==================== dmem_arbiter
dmem_arbiter/placement_by_type.png
Drawn at 4 px/um.
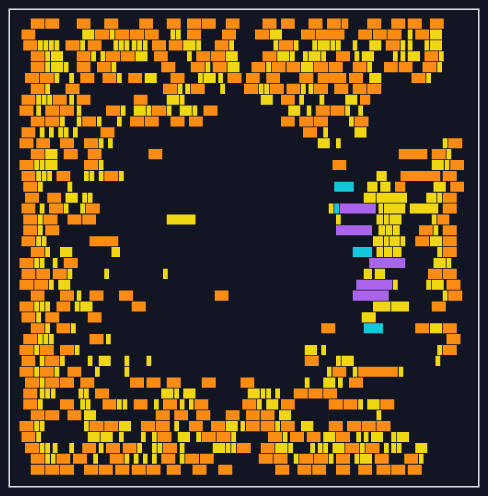

## config.mk

```make
export PLATFORM = sky130hd
export DESIGN_NAME = dmem_arbiter
export DESIGN_NICKNAME = d
export VERILOG_FILES = /design/src/rtl/dmem_arbiter.sv
export SDC_FILE = /design/constraint.sdc
export NUM_CORES = 1
export LEC_CHECK = 0
export CAP_MARGIN = 20
export CORE_AREA = 2 2 115 117
export CTS_BUF_LIST = sky130_fd_sc_hd__clkbuf_8
export DETAILED_ROUTE_END_ITERATION = 7
export DIE_AREA = 0 0 117 119
export GPL_TIMING_DRIVEN = 0
export PLACE_DENSITY = 0.65
export REMOVE_ABC_BUFFERS = 1
export SYNTH_ARGS = -nofsm -noshare
export SYNTH_HDL_FRONTEND = slang
export SYNTH_SLANG_ARGS = --single-unit
```

## constraint.sdc

```tcl
create_clock -name clk -period 5.8 [get_ports clk]
set_input_delay 1.74 -clock clk [delete_from_list [all_inputs] [get_ports clk]]
set_output_delay 1.74 -clock clk [all_outputs]
set_load 0.01 [all_outputs]
```

## src/rtl/dmem_arbiter.sv

```systemverilog
// dmem_arbiter: shares the single-port dmem between the CPU and an
// external master using burst-limited round-robin arbitration.
//
// Ports:
//   clk, reset            clock, async active-high reset
//   cpu_req/we/adr/wd     CPU request; cpu_rd read data, cpu_stall
//   ext_req/we/adr/wd     external request; ext_rd read data, ext_ack
//   memwrite/dataadr/     muxed dmem port (combinational, zero
//   writedata/readdata    cycle grant latency)
module dmem_arbiter #(
  parameter int WIDTH     = 32,
  parameter int MAX_BURST = 4
) (
  input  logic             clk,
  input  logic             reset,
  input  logic             cpu_req,
  input  logic             cpu_we,
  input  logic [WIDTH-1:0] cpu_adr,
  input  logic [WIDTH-1:0] cpu_wd,
  output logic [WIDTH-1:0] cpu_rd,
  output logic             cpu_stall,
  input  logic             ext_req,
  input  logic             ext_we,
  input  logic [WIDTH-1:0] ext_adr,
  input  logic [WIDTH-1:0] ext_wd,
  output logic [WIDTH-1:0] ext_rd,
  output logic             ext_ack,
  output logic             memwrite,
  output logic [WIDTH-1:0] dataadr,
  output logic [WIDTH-1:0] writedata,
  input  logic [WIDTH-1:0] readdata
);

  localparam int CW = $clog2(MAX_BURST + 1);
  localparam logic [CW-1:0] CMAX = CW'(MAX_BURST);
  localparam logic [CW-1:0] ONE  = CW'(1);

  typedef enum logic [1:0] {
    NONE = 2'd0,
    CPU  = 2'd1,
    EXT  = 2'd2
  } owner_t;

  owner_t        owner, owner_nx;
  logic [CW-1:0] cnt, cnt_nx;
  logic          cpu_gnt, ext_gnt;
  logic          sat, cpu_wins;

  // cnt saturates at CMAX, so equality means the burst is used up
  assign sat = (cnt == CMAX);

  // under contention: idle owner favours CPU, otherwise the
  // current owner keeps the port until its burst is spent
  assign cpu_wins = (owner == NONE)
                  | ((owner == CPU) & ~sat)
                  | ((owner == EXT) &  sat);

  always_comb begin
    cpu_gnt  = 1'b0;
    ext_gnt  = 1'b0;
    owner_nx = NONE;
    cnt_nx   = '0;
    if (!reset) begin
      unique case ({cpu_req, ext_req})
        2'b10: cpu_gnt = 1'b1;
        2'b01: ext_gnt = 1'b1;
        2'b11: begin
          cpu_gnt = cpu_wins;
          ext_gnt = ~cpu_wins;
        end
        default: ;
      endcase
    end
    if (cpu_gnt) begin
      owner_nx = CPU;
      if (owner != CPU) cnt_nx = ONE;
      else if (sat)     cnt_nx = cnt;
      else              cnt_nx = cnt + ONE;
    end else if (ext_gnt) begin
      owner_nx = EXT;
      if (owner != EXT) cnt_nx = ONE;
      else if (sat)     cnt_nx = cnt;
      else              cnt_nx = cnt + ONE;
    end
  end

  always_ff @(posedge clk or posedge reset) begin
    if (reset) begin
      owner <= NONE;
      cnt   <= '0;
    end else begin
      owner <= owner_nx;
      cnt   <= cnt_nx;
    end
  end

  always_comb begin
    memwrite  = 1'b0;
    dataadr   = '0;
    writedata = '0;
    cpu_rd    = '0;
    ext_rd    = '0;
    unique case (1'b1)
      cpu_gnt: begin
        memwrite  = cpu_we;
        dataadr   = cpu_adr;
        writedata = cpu_wd;
        cpu_rd    = readdata;
      end
      ext_gnt: begin
        memwrite  = ext_we;
        dataadr   = ext_adr;
        writedata = ext_wd;
        ext_rd    = readdata;
      end
      default: ;
    endcase
  end

  // grants are already forced low in reset; gate stall the same way
  assign cpu_stall = cpu_req & ~cpu_gnt & ~reset;
  assign ext_ack   = ext_gnt;

endmodule

```

==================== rf_sched
===== src/rtl/rf_pkg.sv =====
// Shared widths, types and writeback-source encoding for the register-file scheduler.
package rf_pkg;
  localparam int REGISTER_ADDRESS_WIDTH = 5;
  localparam int REGISTER_ADDRESS_DEPTH = 32;
  localparam int DATA_WIDTH             = 32;

  typedef logic [REGISTER_ADDRESS_WIDTH-1:0] reg_addr_t;
  typedef logic [DATA_WIDTH-1:0]             reg_data_t;

  typedef enum logic {
    WB_ALU = 1'b0,
    WB_LSU = 1'b1
  } wb_src_e;
endpackage


===== src/rtl/rf_wb_rr_arbiter.sv =====
// Two-way round-robin writeback arbiter (ALU vs LSU), one grant per cycle.
// Grants are combinational from the valids and the last-grant pointer.
module rf_wb_rr_arbiter
  import rf_pkg::*;
(
  input  logic clk,
  input  logic reset,
  input  logic alu_valid,
  input  logic lsu_valid,
  output logic alu_grant,
  output logic lsu_grant
);

  wb_src_e last_q, last_d;

  // Grant the sole requester, or on a tie the one not granted last.
  always_comb begin
    alu_grant = alu_valid && (!lsu_valid || (last_q == WB_LSU));
    lsu_grant = lsu_valid && (!alu_valid || (last_q == WB_ALU));
    last_d    = last_q;
    if (alu_grant)      last_d = WB_ALU;
    else if (lsu_grant) last_d = WB_LSU;
  end

  // Pointer starts at LSU so the ALU wins the first tie.
  always_ff @(posedge clk) begin
    if (reset) last_q <= WB_LSU;
    else       last_q <= last_d;
  end

endmodule


===== src/rtl/rf_sched.sv =====
// Issue scoreboard (RAW/WAW stall) plus arbitrated, registered register-file
// write port fed by the ALU and LSU writeback channels.
module rf_sched #(
  parameter int REGISTER_ADDRESS_WIDTH = rf_pkg::REGISTER_ADDRESS_WIDTH,
  parameter int REGISTER_ADDRESS_DEPTH = rf_pkg::REGISTER_ADDRESS_DEPTH,
  parameter int DATA_WIDTH             = rf_pkg::DATA_WIDTH
) (
  input  logic                              clk,
  input  logic                              reset,
  input  logic                              issue_valid,
  output logic                              issue_ready,
  input  logic [REGISTER_ADDRESS_WIDTH-1:0] issue_rs1,
  input  logic [REGISTER_ADDRESS_WIDTH-1:0] issue_rs2,
  input  logic                              issue_use_rs1,
  input  logic                              issue_use_rs2,
  input  logic [REGISTER_ADDRESS_WIDTH-1:0] issue_rd,
  input  logic                              issue_rd_we,
  input  logic                              alu_wb_valid,
  output logic                              alu_wb_ready,
  input  logic [REGISTER_ADDRESS_WIDTH-1:0] alu_wb_rd,
  input  logic [DATA_WIDTH-1:0]             alu_wb_data,
  input  logic                              lsu_wb_valid,
  output logic                              lsu_wb_ready,
  input  logic [REGISTER_ADDRESS_WIDTH-1:0] lsu_wb_rd,
  input  logic [DATA_WIDTH-1:0]             lsu_wb_data,
  output logic                              rf_we,
  output logic [REGISTER_ADDRESS_WIDTH-1:0] rf_address3,
  output logic [DATA_WIDTH-1:0]             rf_write_data,
  output logic [REGISTER_ADDRESS_DEPTH-1:0] busy_map,
  output logic                              wb_err
);

  logic [REGISTER_ADDRESS_DEPTH-1:0] busy_map_q, busy_map_d;
  logic                              rf_we_q, rf_we_d;
  logic [REGISTER_ADDRESS_WIDTH-1:0] rf_address3_q, rf_address3_d;
  logic [DATA_WIDTH-1:0]             rf_write_data_q, rf_write_data_d;
  logic                              wb_err_q, wb_err_d;

  logic                              alu_grant, lsu_grant;
  logic                              wb_fire, issue_fire;
  logic [REGISTER_ADDRESS_WIDTH-1:0] wb_rd;
  logic [DATA_WIDTH-1:0]             wb_data;

  rf_wb_rr_arbiter u_arb (
    .clk       (clk),
    .reset     (reset),
    .alu_valid (alu_wb_valid),
    .lsu_valid (lsu_wb_valid),
    .alu_grant (alu_grant),
    .lsu_grant (lsu_grant)
  );

  // Stall when any used source or the destination has a write in flight.
  always_comb begin
    issue_ready = !((issue_use_rs1 && busy_map_q[issue_rs1]) ||
                    (issue_use_rs2 && busy_map_q[issue_rs2]) ||
                    (issue_rd_we   && busy_map_q[issue_rd]));
  end

  // Select the granted writeback and compute scoreboard / write-port next state.
  always_comb begin
    alu_wb_ready = alu_grant;
    lsu_wb_ready = lsu_grant;
    wb_fire      = alu_grant || lsu_grant;
    wb_rd        = alu_grant ? alu_wb_rd   : lsu_wb_rd;
    wb_data      = alu_grant ? alu_wb_data : lsu_wb_data;
    issue_fire   = issue_valid && issue_ready;

    // Clear is applied before set so a same-edge collision leaves the bit set.
    busy_map_d = busy_map_q;
    if (rf_we_q) busy_map_d[rf_address3_q] = 1'b0;
    if (issue_fire && issue_rd_we && (issue_rd != '0)) busy_map_d[issue_rd] = 1'b1;
    busy_map_d[0] = 1'b0;

    // x0 writebacks complete the handshake but never reach the register file.
    rf_we_d         = wb_fire && (wb_rd != '0);
    rf_address3_d   = rf_we_d ? wb_rd   : rf_address3_q;
    rf_write_data_d = rf_we_d ? wb_data : rf_write_data_q;

    wb_err_d = wb_err_q || (rf_we_d && !busy_map_q[wb_rd]);
  end

  // State registers with synchronous reset; reset drops any pending write.
  always_ff @(posedge clk) begin
    if (reset) begin
      busy_map_q      <= '0;
      rf_we_q         <= 1'b0;
      rf_address3_q   <= '0;
      rf_write_data_q <= '0;
      wb_err_q        <= 1'b0;
    end else begin
      busy_map_q      <= busy_map_d;
      rf_we_q         <= rf_we_d;
      rf_address3_q   <= rf_address3_d;
      rf_write_data_q <= rf_write_data_d;
      wb_err_q        <= wb_err_d;
    end
  end

  assign busy_map      = busy_map_q;
  assign rf_we         = rf_we_q;
  assign rf_address3   = rf_address3_q;
  assign rf_write_data = rf_write_data_q;
  assign wb_err        = wb_err_q;

endmodule


===== config.mk =====
export PLATFORM = sky130hd
export DESIGN_NAME = rf_sched
export DESIGN_NICKNAME = d
export VERILOG_FILES = /design/src/rtl/rf_pkg.sv /design/src/rtl/rf_wb_rr_arbiter.sv /design/src/rtl/rf_sched.sv
export SDC_FILE = /design/constraint.sdc
export NUM_CORES = 1
export LEC_CHECK = 0
export CAP_MARGIN = 0
export CORE_ASPECT_RATIO = 1.1
export CORE_MARGIN = 2
export CORE_UTILIZATION = 45
export DETAILED_ROUTE_END_ITERATION = 8
export GPL_TIMING_DRIVEN = 0
export HOLD_SLACK_MARGIN = 0.03
export MAX_ROUTING_LAYER = met4
export PLACE_DENSITY = 0.82
export SYNTH_ARGS = -nofsm -noshare
export SYNTH_HDL_FRONTEND = slang
export SYNTH_SLANG_ARGS = --single-unit

===== constraint.sdc =====
create_clock -name clk -period 5.65 [get_ports clk]
set_clock_uncertainty 0.2 [all_clocks]
set_input_delay 1.695 -clock clk [delete_from_list [all_inputs] [get_ports clk]]
set_output_delay 1.695 -clock clk [all_outputs]
set_load 0.005 [all_outputs]

dmem_arbiter/layer_met3.png
Drawn at 2 px/um.
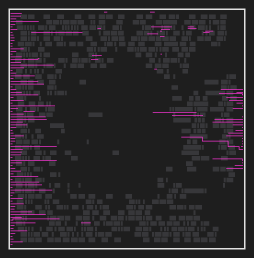
main direction = horizontal
longest straight run = 25.3 um
nets with wire on the layer = 128
share of all routed wire = 6.6%
M3 GR Usage: 0.0321
total number of vias: 3601
WL final: 12200 um

dmem_arbiter/flops_by_reg.png
Drawn at 3 px/um. Other cells in grey.
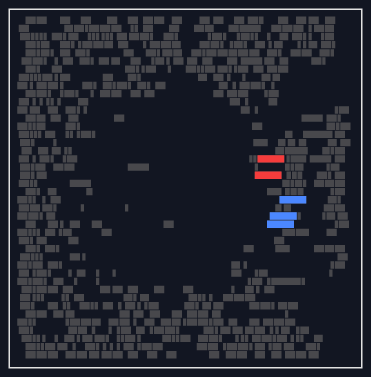
red -> owner  # placed flops 2
blue -> cnt  # placed flops 3
Seq power: 0.0379 mW
sequential portion of the cell area: 0.0242
Core Util, Final: 0.402

## Picture notes: dmem_arbiter/placement_by_type.png
purple -> flops  # cells 5, share of their area 2.5%
orange -> other buffers and delay cells  # cells 304, share of their area 63%
yellow -> combinational and other logic  # cells 324, share of their area 34%
cyan -> clock drivers and dummy loads  # cells 4, share of their area 0.91%

==> impl_metrics.json, dmem_arbiter <==
{
  "hold_start": "cnt[2]",
  "ys_cells": 366,
  "hold-worst-slack_ns": 0.602,
  "syn_inst": 366,
  "status": "completed",
  "internal-power_mw": 0.296,
  "ir_worst_vdd_mv": 0.0300,
  "die_h_um": 119,
  "leakage_nw": 2.11,
  "syn_avg_cell_area_um2": 5.51,
  "r2r_start": "cnt[0]",
  "totalPowerFinal_mw": 0.462,
  "fin_crit_ns": 5.68,
  "p_comb_frac": 0.783,
  "cp-startpoint": "ext_req",
  "antenna_found_initial": 0
}
[dmem_arbiter: power groups by stage]
| stage | sequential [mW] | clock (mW) | combinational, mW |
|---|---|---|---|
| global route | 0.0381 | 0.0691 | 0.387 |
| detailed placement | 0.0383 | 0 | 0.354 |
| CTS | 0.0379 | 0.0655 | 0.363 |
| global placement | 0.0381 | 0 | 0.341 |
| finish | 0.0379 | 0.0622 | 0.362 |
| floorplan | 0.0380 | 0 | 0.111 |
[dmem_arbiter: state kept, by name (all words and copies together) (netlist names)]
name,cells
owner,2
cnt,3
[dmem_arbiter: cells by family after synthesis]
kind of cell,count (synthesis),synth area share
AOI/OAI and AO/OA,73,0.316
DFF,5,0.0620
buffers and inverters,106,0.248
muxes,1,0.00744
xor gates and xnor gates,1,0.00434
adders and majority gates,2,0.0124
and+or+nand+nor,178,0.350
[dmem_arbiter: worst max-delay path: stages]
cell             delay (ns)
clkdlybuf4s50_1        0.52
nand2_1                0.18
mux2_4                 0.27
nand2_8                0.23
o32ai_1                0.35
clkdlybuf4s50_1        0.63
rf_sched/placement_by_type.png
Drawn at 4 px/um.
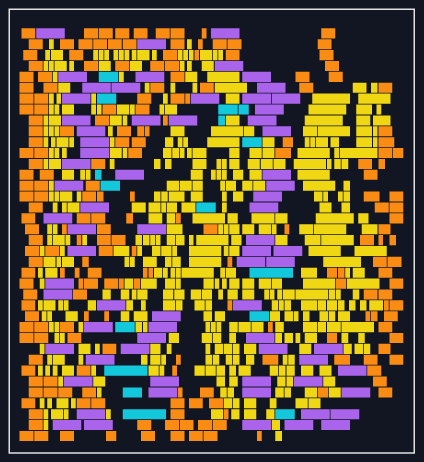
cyan -> clock drivers and dummy loads  # cells 16, share of their area 3.8%
orange -> other buffers and delay cells  # cells 208, share of their area 28%
purple -> flops  # cells 71, share of their area 22%
yellow -> combinational and other logic  # cells 415, share of their area 46%

==> impl_metrics.json, rf_sched <==
{
  "status": "completed",
  "setup_tns_ns": 0,
  "fin_cells": 830,
  "grt_util_met2": 0.514,
  "num-fill-cells": 835,
  "portBuffers": 158,
  "grt_pass1_wl_um": 26300,
  "ant_nets": 0,
  "hold_depth": 2,
  "ff2ff_path_depth": 8,
  "max_cap_violations": 0,
  "worstSetupPathType": "in -> out",
  "setup_ws_ns": 0.0929,
  "netlist_top_cells_count": "nand2_1 (100), dfxtp_1 (71), nor2_1 (51), clkbuf_1 (34), a311oi_1 (33)",
  "ys_ff": 71,
  "worst_pin_slew_ns": 0.646,
  "grt-busiest-layer": "met2",
  "initCoreUtil": 0.468,
  "grt-ovfl-total": 0,
  "core_um2": 9940,
  "r2r_slack_ns": 2.82,
  "path_max_fanout": 10,
  "vias_per_cell": 6.15,
  "routed_wl_um": 16700,
  "cp_slowest_cell": "mux4_2",
  "r2r_start": "u_arb.last_q",
  "ys_cells": 533
}
rf_sched: area by class of cell:
class                   count  area [um^2]  share of cell area
multi-input cells         410         2990               0.449
repair buffers            161         1600               0.240
flip-flops and latches     71         1420               0.214
plain buffers              47          231              0.0348
well taps                 120          150              0.0226
clock buffers              10          138              0.0207
clock inverters             6          108              0.0162
inverters                   5         18.8             0.00282
rf_sched: what timing repair did:
| item | in CTS | in global routing |
|---|---|---|
| endpoints found under the setup margin | 1 | 1 |
| pin swaps | 2 | 0 |
| buffers inserted | 2 | 1 |
| resized | 20 | 1 |
rf_sched: sequential cells by signal, indices dropped and copies added, names as in the netlist:
signal / count
rf_write_data: 32
u_arb.last_q: 1
rf_address3: 5
busy_map: 31
rf_we: 1
wb_err: 1
rf_sched: power by group:
part	leakage [nW]	switching [mW]	internal [mW]	total, mW
logic	1.73	0.153	0.167	0.320
clock network	0.122	0.193	0.303	0.497
registers	0.583	0.0199	0.528	0.548
rf_sched: logic make-up after synthesis:
kind of cell | after synthesis | share of synthesized area
simple gates | 238 | 0.243
compound gates | 118 | 0.201
flops | 71 | 0.306
mux | 53 | 0.198
buf+inv | 52 | 0.0512
other cells | 1 | 0.000807


==> gallery <==
Drive-strength map.
Drawn at 3 px/um.
(a)
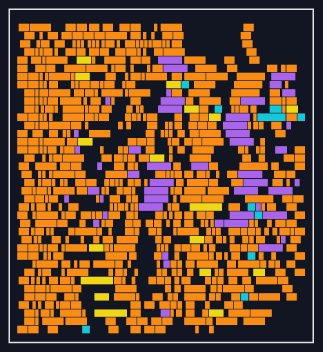
(b)
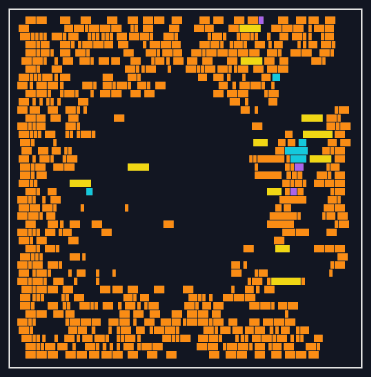
- (b) = dmem_arbiter
- (a) = rf_sched
Of these, largest die: (b)

No activity file was given, so power comes from the tool's default toggle rates.
